==================== nway_wb_cache
### The metal 1 layer, nway_wb_cache

The bar under the picture is 100 um long. Cells faint in the background.
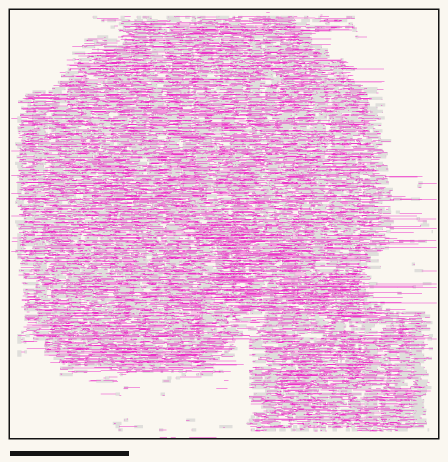

File: src/rtl/cache_pkg.sv
// Shared types and address-field helpers for the N-way write-back cache.
// Latency: none (types and pure functions); backpressure: not applicable.
package cache_pkg;

    typedef enum logic [1:0] {
        IDLE      = 2'd0,
        WRITEBACK = 2'd1,
        REFILL    = 2'd2
    } cache_state_t;

    function automatic logic [63:0] addr_off(input logic [63:0] a, input int off_w);
        return (a >> 2) & ((64'd1 << off_w) - 64'd1);
    endfunction

    function automatic logic [63:0] addr_set(input logic [63:0] a, input int set_w, input int off_w);
        return (a >> (2 + off_w)) & ((64'd1 << set_w) - 64'd1);
    endfunction

    function automatic logic [63:0] addr_tag(input logic [63:0] a, input int set_w, input int off_w);
        return a >> (2 + off_w + set_w);
    endfunction

endpackage

File: src/rtl/cache_lru.sv
// True-LRU age store: one age per way per set, 0 = MRU; victim is the oldest way of rd_set.
// Latency: victim is combinational, touch lands at the next edge; backpressure: none.
module cache_lru #(
    parameter int WAYS  = 2,
    parameter int SETS  = 4,
    parameter int SET_W = $clog2(SETS),
    parameter int WAY_W = (WAYS > 1) ? $clog2(WAYS) : 1
) (
    input  logic             clk,
    input  logic             rst_n,
    input  logic [SET_W-1:0] rd_set,
    output logic [WAY_W-1:0] victim_way,
    input  logic             touch_en,
    input  logic [SET_W-1:0] touch_set,
    input  logic [WAY_W-1:0] touch_way
);

    logic [WAY_W-1:0] age_q [SETS][WAYS];
    logic [WAY_W-1:0] age_d [SETS][WAYS];

    always_comb begin
        age_d = age_q;
        if (touch_en) begin
            for (int w = 0; w < WAYS; w++) begin
                if (age_q[touch_set][w] < age_q[touch_set][touch_way]) begin
                    age_d[touch_set][w] = age_q[touch_set][w] + 1'b1;
                end
            end
            age_d[touch_set][touch_way] = '0;
        end
    end

    always_comb begin
        victim_way = '0;
        for (int w = 0; w < WAYS; w++) begin
            if (age_q[rd_set][w] == WAY_W'(WAYS - 1)) begin
                victim_way = WAY_W'(w);
            end
        end
    end

    always_ff @(posedge clk) begin
        if (!rst_n) begin
            for (int s = 0; s < SETS; s++) begin
                for (int w = 0; w < WAYS; w++) begin
                    age_q[s][w] <= WAY_W'(w);
                end
            end
        end else begin
            age_q <= age_d;
        end
    end

endmodule

File: src/rtl/nway_wb_cache.sv
// N-way set-associative write-back/write-allocate cache with true-LRU and per-word burst fill.
// Latency: hit 0 cycles, miss 1+WORDS (clean) or 1+2*WORDS (dirty); mem_ready low stalls the beat in place.
module nway_wb_cache
    import cache_pkg::*;
#(
    parameter int DATA_WIDTH = 32,
    parameter int ADDR_WIDTH = 32,
    parameter int WAYS       = 2,
    parameter int SETS       = 4,
    parameter int WORDS      = 4
) (
    input  logic                  clk,
    input  logic                  rst_n,
    input  logic                  cpu_req,
    input  logic                  cpu_we,
    input  logic [ADDR_WIDTH-1:0] cpu_addr,
    input  logic [DATA_WIDTH-1:0] cpu_wdata,
    output logic [DATA_WIDTH-1:0] cpu_rdata,
    output logic                  cpu_ready,
    output logic                  mem_req,
    output logic                  mem_we,
    output logic [ADDR_WIDTH-1:0] mem_addr,
    output logic [DATA_WIDTH-1:0] mem_wdata,
    input  logic [DATA_WIDTH-1:0] mem_rdata,
    input  logic                  mem_ready
);

    localparam int OFF_W = $clog2(WORDS);
    localparam int SET_W = $clog2(SETS);
    localparam int TAG_W = ADDR_WIDTH - SET_W - OFF_W - 2;
    localparam int WAY_W = (WAYS > 1) ? $clog2(WAYS) : 1;

    cache_state_t          state_q, state_d;
    logic [OFF_W-1:0]      beat_q, beat_d;
    logic [WAY_W-1:0]      victim_q, victim_d;
    logic                  valid_q [SETS][WAYS];
    logic                  valid_d [SETS][WAYS];
    logic                  dirty_q [SETS][WAYS];
    logic                  dirty_d [SETS][WAYS];
    logic [TAG_W-1:0]      tag_q   [SETS][WAYS];
    logic [TAG_W-1:0]      tag_d   [SETS][WAYS];
    logic [DATA_WIDTH-1:0] data_q  [SETS][WAYS][WORDS];
    logic [DATA_WIDTH-1:0] data_d  [SETS][WAYS][WORDS];

    logic [TAG_W-1:0] req_tag;
    logic [SET_W-1:0] req_set;
    logic [OFF_W-1:0] req_off;
    logic             hit, free, last_beat, touch_en;
    logic [WAY_W-1:0] hit_way, free_way, lru_way, touch_way;

    assign req_tag   = TAG_W'(addr_tag(64'(cpu_addr), SET_W, OFF_W));
    assign req_set   = SET_W'(addr_set(64'(cpu_addr), SET_W, OFF_W));
    assign req_off   = OFF_W'(addr_off(64'(cpu_addr), OFF_W));
    assign last_beat = (beat_q == OFF_W'(WORDS - 1));

    // Downward scan so the lowest-index match / invalid way wins.
    always_comb begin
        hit      = 1'b0;
        hit_way  = '0;
        free     = 1'b0;
        free_way = '0;
        for (int w = WAYS - 1; w >= 0; w--) begin
            if (valid_q[req_set][w] && (tag_q[req_set][w] == req_tag)) begin
                hit     = 1'b1;
                hit_way = WAY_W'(w);
            end
            if (!valid_q[req_set][w]) begin
                free     = 1'b1;
                free_way = WAY_W'(w);
            end
        end
    end

    cache_lru #(.WAYS(WAYS), .SETS(SETS)) u_lru (
        .clk        (clk),
        .rst_n      (rst_n),
        .rd_set     (req_set),
        .victim_way (lru_way),
        .touch_en   (touch_en),
        .touch_set  (req_set),
        .touch_way  (touch_way)
    );

    always_comb begin
        state_d   = state_q;
        beat_d    = beat_q;
        victim_d  = victim_q;
        valid_d   = valid_q;
        dirty_d   = dirty_q;
        tag_d     = tag_q;
        data_d    = data_q;
        touch_en  = 1'b0;
        touch_way = hit_way;
        case (state_q)
            IDLE: begin
                if (cpu_req && hit) begin
                    touch_en = 1'b1;
                    if (cpu_we) begin
                        data_d[req_set][hit_way][req_off] = cpu_wdata;
                        dirty_d[req_set][hit_way]         = 1'b1;
                    end
                end else if (cpu_req) begin
                    victim_d = free ? free_way : lru_way;
                    beat_d   = '0;
                    state_d  = (valid_q[req_set][victim_d] && dirty_q[req_set][victim_d])
                               ? WRITEBACK : REFILL;
                end
            end
            WRITEBACK: begin
                if (mem_ready) begin
                    beat_d = last_beat ? '0 : beat_q + 1'b1;
                    if (last_beat) state_d = REFILL;
                end
            end
            REFILL: begin
                if (mem_ready) begin
                    data_d[req_set][victim_q][beat_q] = mem_rdata;
                    beat_d = last_beat ? '0 : beat_q + 1'b1;
                    if (last_beat) begin
                        tag_d[req_set][victim_q]   = req_tag;
                        valid_d[req_set][victim_q] = 1'b1;
                        dirty_d[req_set][victim_q] = 1'b0;
                        touch_en                   = 1'b1;
                        touch_way                  = victim_q;
                        state_d                    = IDLE;
                    end
                end
            end
            default: state_d = IDLE;
        endcase
    end

    // Outputs are forced quiet while reset is held, independent of stale state.
    always_comb begin
        cpu_ready = 1'b0;
        cpu_rdata = '0;
        mem_req   = 1'b0;
        mem_we    = 1'b0;
        mem_addr  = '0;
        mem_wdata = '0;
        if (rst_n) begin
            case (state_q)
                IDLE: begin
                    cpu_ready = cpu_req && hit;
                    if (cpu_req && hit) cpu_rdata = data_q[req_set][hit_way][req_off];
                end
                WRITEBACK: begin
                    mem_req   = 1'b1;
                    mem_we    = 1'b1;
                    mem_addr  = {tag_q[req_set][victim_q], req_set, beat_q, 2'b00};
                    mem_wdata = data_q[req_set][victim_q][beat_q];
                end
                REFILL: begin
                    mem_req  = 1'b1;
                    mem_addr = {req_tag, req_set, beat_q, 2'b00};
                end
                default: ;
            endcase
        end
    end

    always_ff @(posedge clk) begin
        if (!rst_n) begin
            state_q  <= IDLE;
            beat_q   <= '0;
            victim_q <= '0;
            for (int s = 0; s < SETS; s++) begin
                for (int w = 0; w < WAYS; w++) begin
                    valid_q[s][w] <= 1'b0;
                    dirty_q[s][w] <= 1'b0;
                end
            end
        end else begin
            state_q  <= state_d;
            beat_q   <= beat_d;
            victim_q <= victim_d;
            valid_q  <= valid_d;
            dirty_q  <= dirty_d;
        end
    end

    always_ff @(posedge clk) begin
        if (rst_n) begin
            tag_q  <= tag_d;
            data_q <= data_d;
        end
    end

endmodule
File: config.mk
export PLATFORM = sky130hd
export DESIGN_NAME = nway_wb_cache
export DESIGN_NICKNAME = d
export VERILOG_FILES = /design/src/rtl/cache_pkg.sv /design/src/rtl/cache_lru.sv /design/src/rtl/nway_wb_cache.sv
export SDC_FILE = /design/constraint.sdc
export NUM_CORES = 2
export LEC_CHECK = 0
export CAP_MARGIN = 5
export CORE_MARGIN = 4
export CORE_UTILIZATION = 50
export CTS_CLUSTER_SIZE = 40
export DETAILED_ROUTE_END_ITERATION = 10
export GPL_ROUTABILITY_DRIVEN = 1
export PLACE_DENSITY = 0.71
export SLEW_MARGIN = 20
export SYNTH_ARGS = -nofsm -noshare
export SYNTH_HDL_FRONTEND = slang
export SYNTH_SLANG_ARGS = --single-unit
File: constraint.sdc
create_clock -name clk -period 7.2 [get_ports clk]
set_clock_uncertainty 0.05 [all_clocks]
set_input_delay 1.44 -clock clk [delete_from_list [all_inputs] [get_ports clk]]
set_output_delay 1.44 -clock clk [all_outputs]
set_load 0.05 [all_outputs]
==================== traffic_light_monitor
### config.mk
export PLATFORM = sky130hd
export DESIGN_NAME = traffic_light_monitor
export DESIGN_NICKNAME = d
export VERILOG_FILES = /design/src/rtl/tl_pkg.sv /design/src/rtl/tl_glitch_filter.sv /design/src/rtl/traffic_light_monitor.sv
export SDC_FILE = /design/constraint.sdc
export NUM_CORES = 1
export LEC_CHECK = 0
export ABC_AREA = 1
export ABC_CLOCK_PERIOD_IN_PS = 3700
export CORE_ASPECT_RATIO = 2
export CORE_MARGIN = 2
export CORE_UTILIZATION = 40
export CTS_CLUSTER_DIAMETER = 60
export DETAILED_ROUTE_END_ITERATION = 6
export GPL_ROUTABILITY_DRIVEN = 0
export PLACE_DENSITY = 0.67
export SLEW_MARGIN = 30
export SYNTH_ARGS = -nofsm -noshare
export SYNTH_HDL_FRONTEND = slang
export SYNTH_SLANG_ARGS = --single-unit
### constraint.sdc
create_clock -name clk -period 3.7 [get_ports clk]
set_clock_uncertainty 0.15 [all_clocks]
set_input_delay 0.555 -clock clk [delete_from_list [all_inputs] [get_ports clk]]
set_output_delay 0.555 -clock clk [all_outputs]
set_load 0.1 [all_outputs]
### src/rtl/tl_pkg.sv
// tl_pkg: light state codes, fault codes, lamp bit positions and decode helpers
// shared by the traffic light controller side and the lamp monitor.
package tl_pkg;
    typedef logic [2:0] state_t;
    typedef logic [2:0] fault_t;

    localparam state_t ST_RR      = 3'd0;
    localparam state_t ST_GG      = 3'd1;
    localparam state_t ST_YY      = 3'd2;
    localparam state_t ST_RG      = 3'd3;
    localparam state_t ST_RY      = 3'd4;
    localparam state_t ST_GR      = 3'd5;
    localparam state_t ST_YR      = 3'd6;
    localparam state_t ST_INVALID = 3'd7;

    localparam fault_t F_NONE     = 3'd0;
    localparam fault_t F_LAMP     = 3'd1;
    localparam fault_t F_CONFLICT = 3'd2;
    localparam fault_t F_SEQ      = 3'd3;
    localparam fault_t F_STUCK    = 3'd4;

    localparam int LAMP_RED    = 2;
    localparam int LAMP_YELLOW = 1;
    localparam int LAMP_GREEN  = 0;

    function automatic logic one_hot(input logic [2:0] l);
        return l == 3'b001 || l == 3'b010 || l == 3'b100;
    endfunction

    // lane-1 lamps select the first letter; combinations outside the code list are INVALID
    function automatic state_t decode_state(input logic [2:0] l1, input logic [2:0] l2);
        return !(one_hot(l1) && one_hot(l2)) ? ST_INVALID :
               l1[LAMP_RED]   ? (l2[LAMP_RED] ? ST_RR : l2[LAMP_GREEN] ? ST_RG : ST_RY) :
               l1[LAMP_GREEN] ? (l2[LAMP_GREEN] ? ST_GG : l2[LAMP_RED] ? ST_GR : ST_INVALID) :
                                (l2[LAMP_YELLOW] ? ST_YY : l2[LAMP_RED] ? ST_YR : ST_INVALID);
    endfunction

    function automatic state_t next_auto(input state_t s);
        return s == ST_RG ? ST_RY :
               s == ST_RY ? ST_GR :
               s == ST_GR ? ST_YR :
               s == ST_YR ? ST_RG : ST_INVALID;
    endfunction
endpackage

### src/rtl/tl_glitch_filter.sv
// tl_glitch_filter: 2-flop synchronizer on both lamp buses plus a stability
// counter; a new pattern is accepted once held STABLE_CYCLES synchronized cycles.
module tl_glitch_filter #(
    parameter int STABLE_CYCLES = 4
) (
    input  logic       clk,
    input  logic       reset,
    input  logic [5:0] raw,
    output logic [5:0] sample,
    output logic [5:0] pattern,
    output logic       accept
);
    logic [5:0] meta, prev;
    logic [3:0] cnt, run;

    // run counts the current cycle too, so acceptance lands STABLE_CYCLES+2 edges after the input edge
    always_comb begin
        run = sample == prev ? cnt + 4'd1 : 4'd1;
        accept = sample != pattern && run == 4'(STABLE_CYCLES);
    end

    always_ff @(posedge clk or posedge reset) begin
        if (reset) begin
            meta    <= '0;
            sample  <= '0;
            prev    <= '0;
            pattern <= '0;
            cnt     <= '0;
        end else begin
            meta    <= raw;
            sample  <= meta;
            prev    <= sample;
            pattern <= accept ? sample : pattern;
            cnt     <= (accept || sample == pattern) ? 4'd0 : run;
        end
    end
endmodule

### src/rtl/traffic_light_monitor.sv
// traffic_light_monitor: passive lamp-bus checker recovering state, phase length and sticky faults.
// TLM_DURATION_CHECK_EN enables the STUCK (phase too long) check.
module traffic_light_monitor
    import tl_pkg::*;
#(
    parameter int STABLE_CYCLES = 4,
    parameter int MAX_PHASE     = 99
) (
    input  logic       clk,
    input  logic       reset,
    input  logic       tick,
    input  logic       mode_auto,
    input  logic [2:0] led1,
    input  logic [2:0] led2,
    input  logic       clear_fault,
    output logic [2:0] state_dec,
    output logic [6:0] phase_time,
    output logic       phase_valid,
    output logic       fault,
    output logic [2:0] fault_code
);
`ifdef TLM_DURATION_CHECK_EN
    localparam bit DURATION_EN = 1'b1;
`else
    localparam bit DURATION_EN = 1'b0;
`endif

    logic [5:0] sample, pattern;
    logic       accept, mode_q, ref_valid, rise, lamp, conflict, seq, stuck;
    logic [6:0] phase_secs;
    state_t     next_state;
    fault_t     new_fault;

    tl_glitch_filter #(.STABLE_CYCLES(STABLE_CYCLES)) u_filter (
        .clk(clk),
        .reset(reset),
        .raw({led1, led2}),
        .sample(sample),
        .pattern(pattern),
        .accept(accept)
    );

    always_comb begin
        next_state = decode_state(sample[5:3], sample[2:0]);
        state_dec  = decode_state(pattern[5:3], pattern[2:0]);
        rise       = mode_auto && !mode_q;
        lamp       = accept && next_state == ST_INVALID;
        conflict   = accept && mode_auto && next_state == ST_GG;
        // after reset or entering auto, the first accepted pattern only becomes the reference
        seq        = accept && mode_auto && ref_valid && !rise && next_state != next_auto(state_dec);
        stuck      = DURATION_EN && tick && !accept && mode_auto && phase_secs == 7'(MAX_PHASE - 1);
        new_fault  = lamp ? F_LAMP : conflict ? F_CONFLICT : seq ? F_SEQ : stuck ? F_STUCK : F_NONE;
    end

    always_ff @(posedge clk or posedge reset) begin
        if (reset) begin
            mode_q      <= 1'b0;
            ref_valid   <= 1'b0;
            phase_secs  <= '0;
            phase_time  <= '0;
            phase_valid <= 1'b0;
            fault       <= 1'b0;
            fault_code  <= F_NONE;
        end else begin
            mode_q      <= mode_auto;
            ref_valid   <= accept || (ref_valid && !rise);
            phase_valid <= accept;
            if (accept) begin
                phase_time <= phase_secs;
                phase_secs <= '0;
            end else if (tick && phase_secs != 7'd127) begin
                phase_secs <= phase_secs + 7'd1;
            end
            if (clear_fault || !fault) begin
                fault      <= new_fault != F_NONE;
                fault_code <= new_fault;
            end
        end
    end
endmodule

==================== param_serializer
**src/rtl/param_serializer.sv**
```systemverilog
// rtl/param_serializer.sv - parallel-to-serial shifter with a one-word hold buffer
// Words are taken on a valid/ready handshake and sent one bit per enabled clock.
module param_serializer #(
   parameter int DATA_WIDTH = 8,
   parameter bit MSB_FIRST  = 1'b0
) (
   input  logic                  clk,
   input  logic                  rst,
   input  logic [DATA_WIDTH-1:0] P_Data,
   input  logic                  data_valid,
   output logic                  data_ready,
   input  logic                  serial_enable,
   input  logic                  serial_abort,
   output logic                  serial_data,
   output logic                  serial_done,
   output logic                  busy
);
   localparam int            CW   = $clog2(DATA_WIDTH + 1);
   localparam logic [CW-1:0] LAST = CW'(DATA_WIDTH - 1);

   typedef enum logic {EMPTY = 1'b0, LOADED = 1'b1} state_t;

   state_t                state_q;
   logic [DATA_WIDTH-1:0] shift_q;
   logic [DATA_WIDTH-1:0] hold_q;
   logic                  hold_full;
   logic [CW-1:0]         cnt;
   logic [CW-1:0]         bit_idx;
   logic                  next_bit;
   logic                  accept;
   logic                  last_bit;
   logic                  shifter_free;

   assign data_ready   = ~hold_full;
   assign busy         = (state_q == LOADED);
   assign accept       = data_valid & ~hold_full;
   assign last_bit     = (state_q == LOADED) & serial_enable & (cnt == LAST);
   // A word offered while the final bit leaves goes straight into the shifter.
   assign shifter_free = (state_q == EMPTY) | last_bit;
   assign bit_idx      = MSB_FIRST ? (LAST - cnt) : cnt;

   always_comb begin
      next_bit = 1'b0;
      for (int i = 0; i < DATA_WIDTH; i++) begin
         if (bit_idx == CW'(i)) next_bit = shift_q[i];
      end
   end

   always_ff @(posedge clk or negedge rst) begin
      if (!rst) begin
         state_q     <= EMPTY;
         shift_q     <= '0;
         hold_q      <= '0;
         hold_full   <= 1'b0;
         cnt         <= '0;
         serial_data <= 1'b0;
         serial_done <= 1'b0;
      end else if (serial_abort) begin
         state_q     <= EMPTY;
         shift_q     <= '0;
         hold_q      <= '0;
         hold_full   <= 1'b0;
         cnt         <= '0;
         serial_data <= 1'b0;
         serial_done <= 1'b0;
      end else begin
         serial_done <= 1'b0;
         if (state_q == LOADED && serial_enable) begin
            serial_data <= next_bit;
            cnt         <= cnt + 1'b1;
            if (cnt == LAST) begin
               serial_done <= 1'b1;
               cnt         <= '0;
               // Refill from the hold buffer so the next word follows with no gap.
               if (hold_full) begin
                  shift_q   <= hold_q;
                  hold_full <= 1'b0;
               end else begin
                  state_q <= EMPTY;
               end
            end
         end
         if (accept) begin
            if (shifter_free) begin
               shift_q <= P_Data;
               cnt     <= '0;
               state_q <= LOADED;
            end else begin
               hold_q    <= P_Data;
               hold_full <= 1'b1;
            end
         end
      end
   end
endmodule

```
**config.mk**
```make
export PLATFORM = sky130hd
export DESIGN_NAME = param_serializer
export DESIGN_NICKNAME = d
export VERILOG_FILES = /design/src/rtl/param_serializer.sv
export SDC_FILE = /design/constraint.sdc
export NUM_CORES = 1
export LEC_CHECK = 0
export CORE_ASPECT_RATIO = 0.8
export CORE_MARGIN = 4
export CORE_UTILIZATION = 53
export DETAILED_ROUTE_END_ITERATION = 6
export HOLD_SLACK_MARGIN = 0.15
export PLACE_DENSITY_LB_ADDON = 0.05
export SETUP_SLACK_MARGIN = 0.5
export SLEW_MARGIN = 20
export SYNTH_ARGS = -nofsm -noshare
export SYNTH_HDL_FRONTEND = slang
export SYNTH_SLANG_ARGS = --single-unit
```
**constraint.sdc**
```tcl
create_clock -name clk -period 2.4 [get_ports clk]
set_clock_uncertainty 0.15 [all_clocks]
set_input_delay 0.72 -clock clk [delete_from_list [all_inputs] [get_ports clk]]
set_output_delay 0.72 -clock clk [all_outputs]
set_load 0.01 [all_outputs]
```
### The metal 1 layer, param_serializer

The bar under the picture is 20 um long. Cells faint in the background.
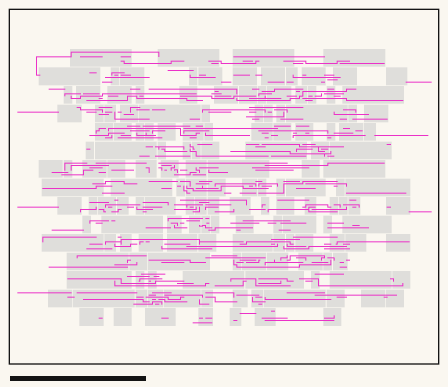
160 nets have wire on it. The layer holds 45% of the routed length. The longest straight run is 18.9 um.

==> results_slide.txt, param_serializer <==
Physical Implementation Snapshot

Run status
  • Result of the run: complete, no violations

Routing
  • Routed wire length: 2.94 mm
  • Routed wl met2: 1.43 mm
  • Remaining design rule violation count: 0
  • Post-detailed-route count of antenna-violating nets: 0
  • Vias per Instance: 5.91

Final timing
  • Transition time of the tightest slew-check pin: 357 ps
  • Worst slew margin relative to its limit: 75.6%
  • Period utilisation layout: 77.4%
  • Number of max-slew violations in the final report: 0
  • Setup Total Neg Slack: 0 ps

Power and ir drop
  • Fraction of power consumed by combinational cells: a little under a fifth
  • Total power density per cell area: 504 mW/mm^2

Global routing
  • Global routing met1 resource utilization: between 20% and 30%
  • GRT Resource Usage Total: 20.1%
  • First-pass GRT wire length: 5.07 mm

CTS
  • Total CTS buffers: 3

Place
  • Number of port buffers: 16
  • Post-detail-place hpwl: 2.09 mm

Synth
  • Synthesis area per yosys: 0.00128 mm^2
  • Cell count listed in synth_stat.txt: 131
  • Simple-Gate Fraction of Synth Area: 20.6%

Layout
  • Non-filler instance count after layout: 185
  • Antenna cell count: 0

Die
  • Core Density at Floorplan: 57.2%

Worst setup path
  • Worst flop-to-flop path endpoint: serial_data$_DFFE_PN0P_
  • Critical Path Sink: data_ready
-- param_serializer: timing repair --
item / CTS / global route
pin swaps: 1 / 0
setup buffers: 2 / 3
resized: 6 / 12
gates cloned: 0 / 0
endpoints found under the hold margin: 0 / 0
endpoints found under the setup margin: 25 / 19
-- param_serializer: sequential cells by signal, summed over array words and instances (netlist names) --
signal       flops
bit_idx          4
busy             1
shift_q          8
hold_q           8
serial_data      1
serial_done      1
hold_full        1
-- param_serializer: layout make-up --
cell class	instances	share of cell area [%]
clock buffer	4	2.26
inverter	5	1.17
multi-input combinational	97	40.5
sequential	24	37.5
tap	25	1.95
timing repair buffer	30	16.6
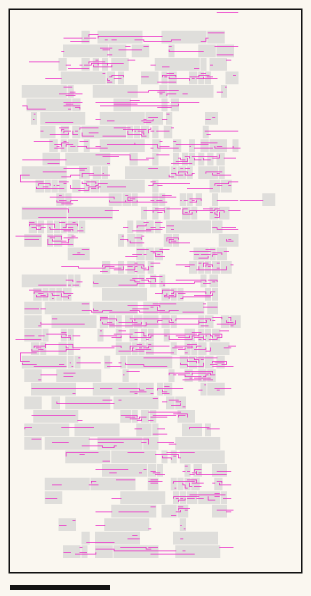
*The metal 1 layer, traffic_light_monitor*
The bar under the picture is 20 um long. Cells faint in the background.
The layer holds 36% of the routed length. The longest straight run is 15.6 um. 301 nets have wire on it. The layer carries 1680 um of wire.

==> results_slide.txt, traffic_light_monitor <==
Physical Implementation Snapshot

Final timing
  • Timing-limited maximum frequency: between 400 and 500 MHz
  • Setup Total Neg Slack: 0 ps
  • Number of max-slew violations in the final report: 0
  • Final Hold Fails: 0
  • Transition time of the tightest slew-check pin: 978 ps

Synth
  • Yosys warning total: 0
  • Post-synthesis share of cell area spent on and-or and or-and gates: under 10%
  • Most used flip-flop cell: dfrtp_1
  • Commonest cells in the netlist: nand2_1, dfrtp_1, inv_1
  • Synthesis area per yosys: 0.00237 mm^2

Routing
  • Remaining design rule violation count: 0
  • Vias per Instance: between 5 and 6
  • Detailed-routing iteration count for the pre-antenna-repair pass: 4

Layout
  • Multi-input gate share of the layout cell area: 34.5%

CTS
  • Number of instances resized during post-cts repair: 0

Run status
  • Result of the run: complete, no violations

Power and ir drop
  • Power of the clock network: 0.000438 W
  • Fraction of power consumed by combinational cells: between 10% and 20%

Worst setup path
  • Critical path cell sequence: clkdlybuf4s50_1
## traffic_light_monitor: per-stage QoR
stage	worst slack, ps	hold slack [ps]	power [W]
after floorplan	1300	181	0.000712
after global placement	1460	182	0.000753
after detailed placement	1450	185	0.000759
after CTS	1210	195	0.00121
after global routing	1080	199	0.00125
final	1220	193	0.00119
## traffic_light_monitor: layer usage
layer	part of all wire [%]	up-vias
met4	3.4	0
met1	36	876
met5	0	-
li1	-	961
met3	2.9	9
met2	57	33
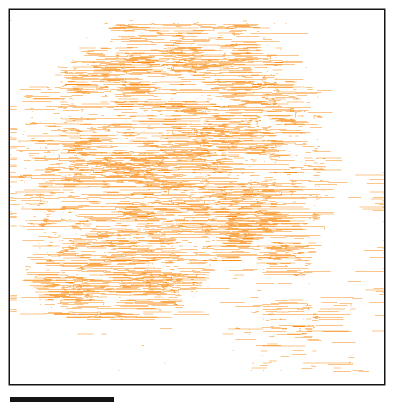
*The metal 3 layer, nway_wb_cache*
The bar under the picture is 100 um long.
690 nets have wire on it. The layer carries 37.1 mm of wire. The layer holds 17% of the routed length.
routing usage on met3: 11.4%
vias post-DR: 45700
routed wire length: 223 mm

About 'The metal 1 layer' of nway_wb_cache:
The wires run mostly horizontal. The layer carries 71.1 mm of wire.
global routing met1 resource utilization: 43.9%

==> results_slide.txt, nway_wb_cache <==
Physical Implementation Snapshot

CTS
  • Post-CTS Setup Bufs: 0
  • Total CTS buffers: 134

Routing
  • Wire length on met1: slightly above 70 mm
  • Length of routed met3 wiring: 37.1 mm
  • Average detailed-routed wire length per instance: 37.5 um

Power and ir drop
  • Leak pwr: 19.5 nW
  • Power of the sequential group: between 0.007 and 0.008 W

Synth
  • Largest cells by area after synthesis: edfxtp_1, mux4_2, o22ai_1, nand2_1, clkbuf_1
  • Portion of the post-synthesis area used by sequential elements: roughly three fifths

Run status
  • Result of the run: complete, no violations

Final timing
  • Setup repair after global routing missed its margin: false
  • Clock period minus worst slack: 6860 ps

Layout
  • Number of inverters outside the clock class in the layout: 19
  • MI comb area: 0.0221 mm^2

Global routing
  • GRT Resource Usage Total: 34.2%
==> nway_wb_cache: layer usage <==
metal | global-route usage [%] | vias to the layer above
met2 | 50.8 | 4652
met4 | 20.6 | 4
met5 | 0 | -
met1 | 43.9 | 22500
met3 | 11.4 | 1058
li1 | - | 17500
==> nway_wb_cache: registers in the layout, indices dropped and copies added (netlist names) <==
signal,count
dirty_q,8
u_lru.age_q,8
tag_q,208
beat_q,2
state_q,2
valid_q,8
victim_q,1
data_q,1024

==================== fetch_unit
### The metal 4 layer, fetch_unit

The bar under the picture is 20 um long.
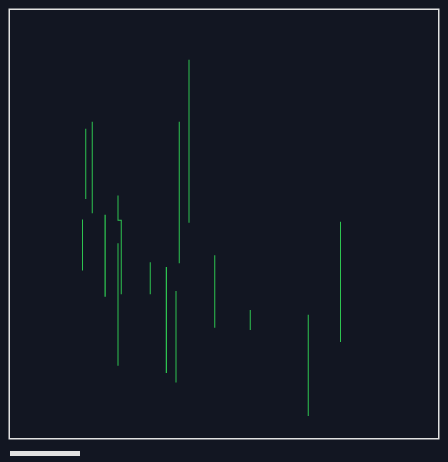
### The metal 1 layer, fetch_unit

The bar under the picture is 20 um long. Cells faint in the background.
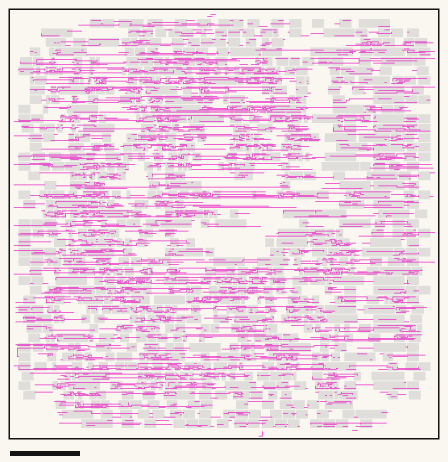
`src/rtl/fetch_unit.sv`:
```
// Instruction fetch: one outstanding imem request, holds the fetched word until decode retires it.
// Latency: request accepted at N, response at N+1, instr_valid at N+2; retire at M re-requests at M+1.
// Backpressure: request and address stay stable while imem_ready=0; Instr and PC stay stable until dec_ready.
module fetch_unit #(
    parameter logic [31:0] RESET_PC  = 32'h0000_0000,
    parameter logic [31:0] NOP_INSTR = 32'h0000_0013
) (
    input  logic        clk,
    input  logic        rst_n,
    input  logic        PCsrc,
    input  logic        reg_jump,
    input  logic [31:0] ImmExt,
    input  logic [31:0] ALUresult,
    input  logic        dec_ready,
    input  logic        imem_ready,
    input  logic        imem_rvalid,
    input  logic [31:0] imem_rdata,
    output logic        imem_req,
    output logic [31:0] imem_addr,
    output logic [31:0] Instr,
    output logic        instr_valid,
    output logic [31:0] PC,
    output logic [31:0] PCPlus4,
    output logic        fetch_err
);

    typedef enum logic [1:0] {
        FETCH = 2'd0,
        WAIT  = 2'd1,
        HOLD  = 2'd2,
        ERR   = 2'd3
    } state_t;

    state_t      state;
    logic [31:0] pc_q;
    logic [31:0] instr_q;
    logic        instr_vld_q;
    logic        req_q;
    logic        err_q;

    logic [31:0] pc_plus4;
    logic [31:0] branch_target;
    logic [31:0] jalr_target;
    logic [31:0] next_pc;
    logic        next_misaligned;

    assign pc_plus4      = pc_q + 32'd4;
    assign branch_target = pc_q + ImmExt;
    assign jalr_target   = ALUresult & ~32'h0000_0001;

    always_comb begin
        next_pc = pc_plus4;
        if (PCsrc) begin
            next_pc = reg_jump ? jalr_target : branch_target;
        end
    end

    assign next_misaligned = (next_pc[1:0] != 2'b00);

    // req_q comes out of reset low and rises on the first edge, so a
    // handshake only counts once the request is actually visible.
    always_ff @(posedge clk or negedge rst_n) begin
        if (!rst_n) begin
            state       <= FETCH;
            pc_q        <= RESET_PC;
            instr_q     <= NOP_INSTR;
            instr_vld_q <= 1'b0;
            req_q       <= 1'b0;
            err_q       <= 1'b0;
        end else begin
            case (state)
                FETCH: begin
                    if (req_q && imem_ready) begin
                        req_q <= 1'b0;
                        state <= WAIT;
                    end else begin
                        req_q <= 1'b1;
                    end
                end
                WAIT: begin
                    if (imem_rvalid) begin
                        instr_q     <= imem_rdata;
                        instr_vld_q <= 1'b1;
                        state       <= HOLD;
                    end
                end
                HOLD: begin
                    if (dec_ready) begin
                        instr_vld_q <= 1'b0;
                        instr_q     <= NOP_INSTR;
                        if (next_misaligned) begin
                            err_q <= 1'b1;
                            state <= ERR;
                        end else begin
                            pc_q  <= next_pc;
                            req_q <= 1'b1;
                            state <= FETCH;
                        end
                    end
                end
                ERR: begin
                    req_q       <= 1'b0;
                    instr_vld_q <= 1'b0;
                    instr_q     <= NOP_INSTR;
                end
                default: begin
                    state <= FETCH;
                end
            endcase
        end
    end

    assign imem_req    = req_q;
    assign imem_addr   = pc_q;
    assign PC          = pc_q;
    assign PCPlus4     = pc_plus4;
    assign Instr       = instr_q;
    assign instr_valid = instr_vld_q;
    assign fetch_err   = err_q;

endmodule

```
`config.mk`:
```
export PLATFORM = sky130hd
export DESIGN_NAME = fetch_unit
export DESIGN_NICKNAME = d
export VERILOG_FILES = /design/src/rtl/fetch_unit.sv
export SDC_FILE = /design/constraint.sdc
export NUM_CORES = 1
export LEC_CHECK = 0
export CAP_MARGIN = 20
export CORE_MARGIN = 2
export CORE_UTILIZATION = 40
export CTS_CLUSTER_SIZE = 14
export DETAILED_ROUTE_END_ITERATION = 7
export PLACE_DENSITY_LB_ADDON = 0.1
export SLEW_MARGIN = 20
export SYNTH_ARGS = -nofsm -noshare
export SYNTH_HDL_FRONTEND = slang
export SYNTH_SLANG_ARGS = --single-unit
```
`constraint.sdc`:
```
create_clock -name clk -period 3.4 [get_ports clk]
set_input_delay 0.68 -clock clk [delete_from_list [all_inputs] [get_ports clk]]
set_output_delay 0.68 -clock clk [all_outputs]
set_load 0.005 [all_outputs]
```
==> results_slide.txt <==
Physical Implementation Snapshot

Worst setup path
  • Dominant cell type by count on the critical path: or3_4
  • Cells on worst reg2reg path: 12
  • Worst flop-to-flop path endpoint: PC[31]$_DFFE_PN0P_
  • Worst setup slack for register-to-register paths: 340 ps

Final timing
  • Clock period minus worst slack: about 3300 ps
  • Final Hold Slack: 323 ps
  • Setup repair after global routing missed its margin: true
  • Final setup slack of the worst path: 77.3 ps
  • Number of max-slew violations in the final report: 0

Global routing
  • Maximum number of pins on one net before global-route repair: 40
  • Global-route met2 utilization: 46.2%

Synth
  • Simple-Gate Fraction of Synth Area: 16.1%
  • Number of standard cells after synthesis: 667
  • Portion of the post-synthesis area used by sequential elements: just over 30%
  • Average footprint of a synthesized cell: 8.37 um^2
  • Most used flip-flop cell: dfrtp_1
  • Mux contribution to synthesized area: 1.30%

Die
  • Vert. Die Dim: 122 um
  • Floorplan die width: between 100 and 150 um

Routing
  • Detailed-routing iteration count for the pre-antenna-repair pass: 7
  • Violation count after the first detailed-route iteration: 388

Run status
  • Result of the run: complete, no violations

Power and ir drop
  • Leak pwr: 4.11 nW

Layout
  • Top library cells by usage in the layout, fill and taps aside: clkdlybuf4s50_1, buf_4, nand2_1
About 'The metal 4 layer' of fetch_unit:
The layer carries 386 um of wire. The longest straight run is 46.2 um. 13 nets have wire on it. The wires run mostly vertical.
routed wire length: 20.2 mm
vias post-DR: 6174

About 'The metal 1 layer' of fetch_unit:
The layer carries 8510 um of wire. The longest straight run is 45.1 um. The layer holds 42% of the routed length. 956 nets have wire on it. The wires run mostly horizontal.

==> cell type report <==
| type | count | area (um^2) | area share, % |
|---|---|---|---|
| Sequential cell | 69 | 1730 | 19.1 |
| Tap cell | 180 | 225 | 2.49 |
| Multi-Input combinational cell | 513 | 3580 | 39.6 |
| Clock inverter | 7 | 97.6 | 1.08 |
| Clock buffer | 9 | 225 | 2.49 |
| Timing Repair Buffer | 341 | 3130 | 34.6 |
| Inverter | 17 | 63.8 | 0.705 |


==> screenshots <==
Met2 routing.
(a)
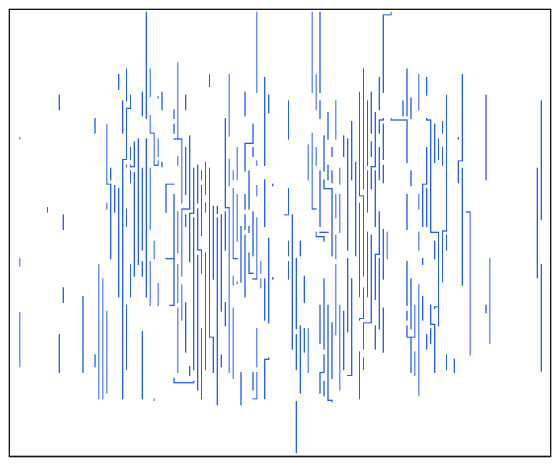
(b)
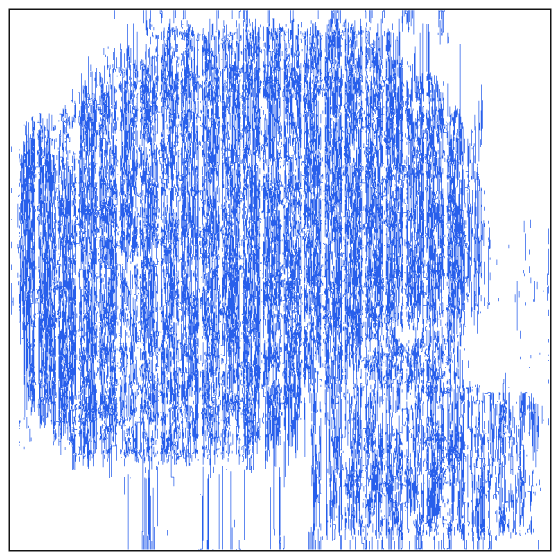
(c)
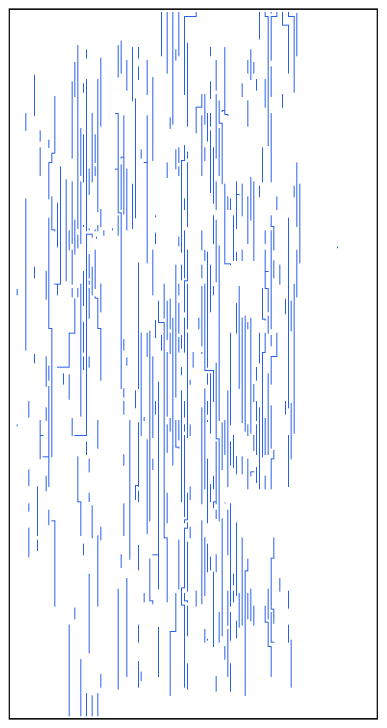
(d)
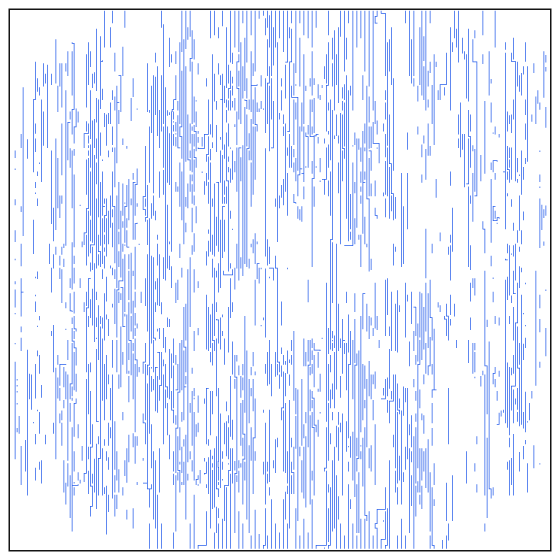
(a) is param_serializer.
(c) is traffic_light_monitor.
(b) is nway_wb_cache.
(d) is fetch_unit.

Key to (a):
The longest straight run is 27.9 um. The wires run mostly vertical. The layer carries 1430 um of wire.

Power and IR drop assume default switching activity.
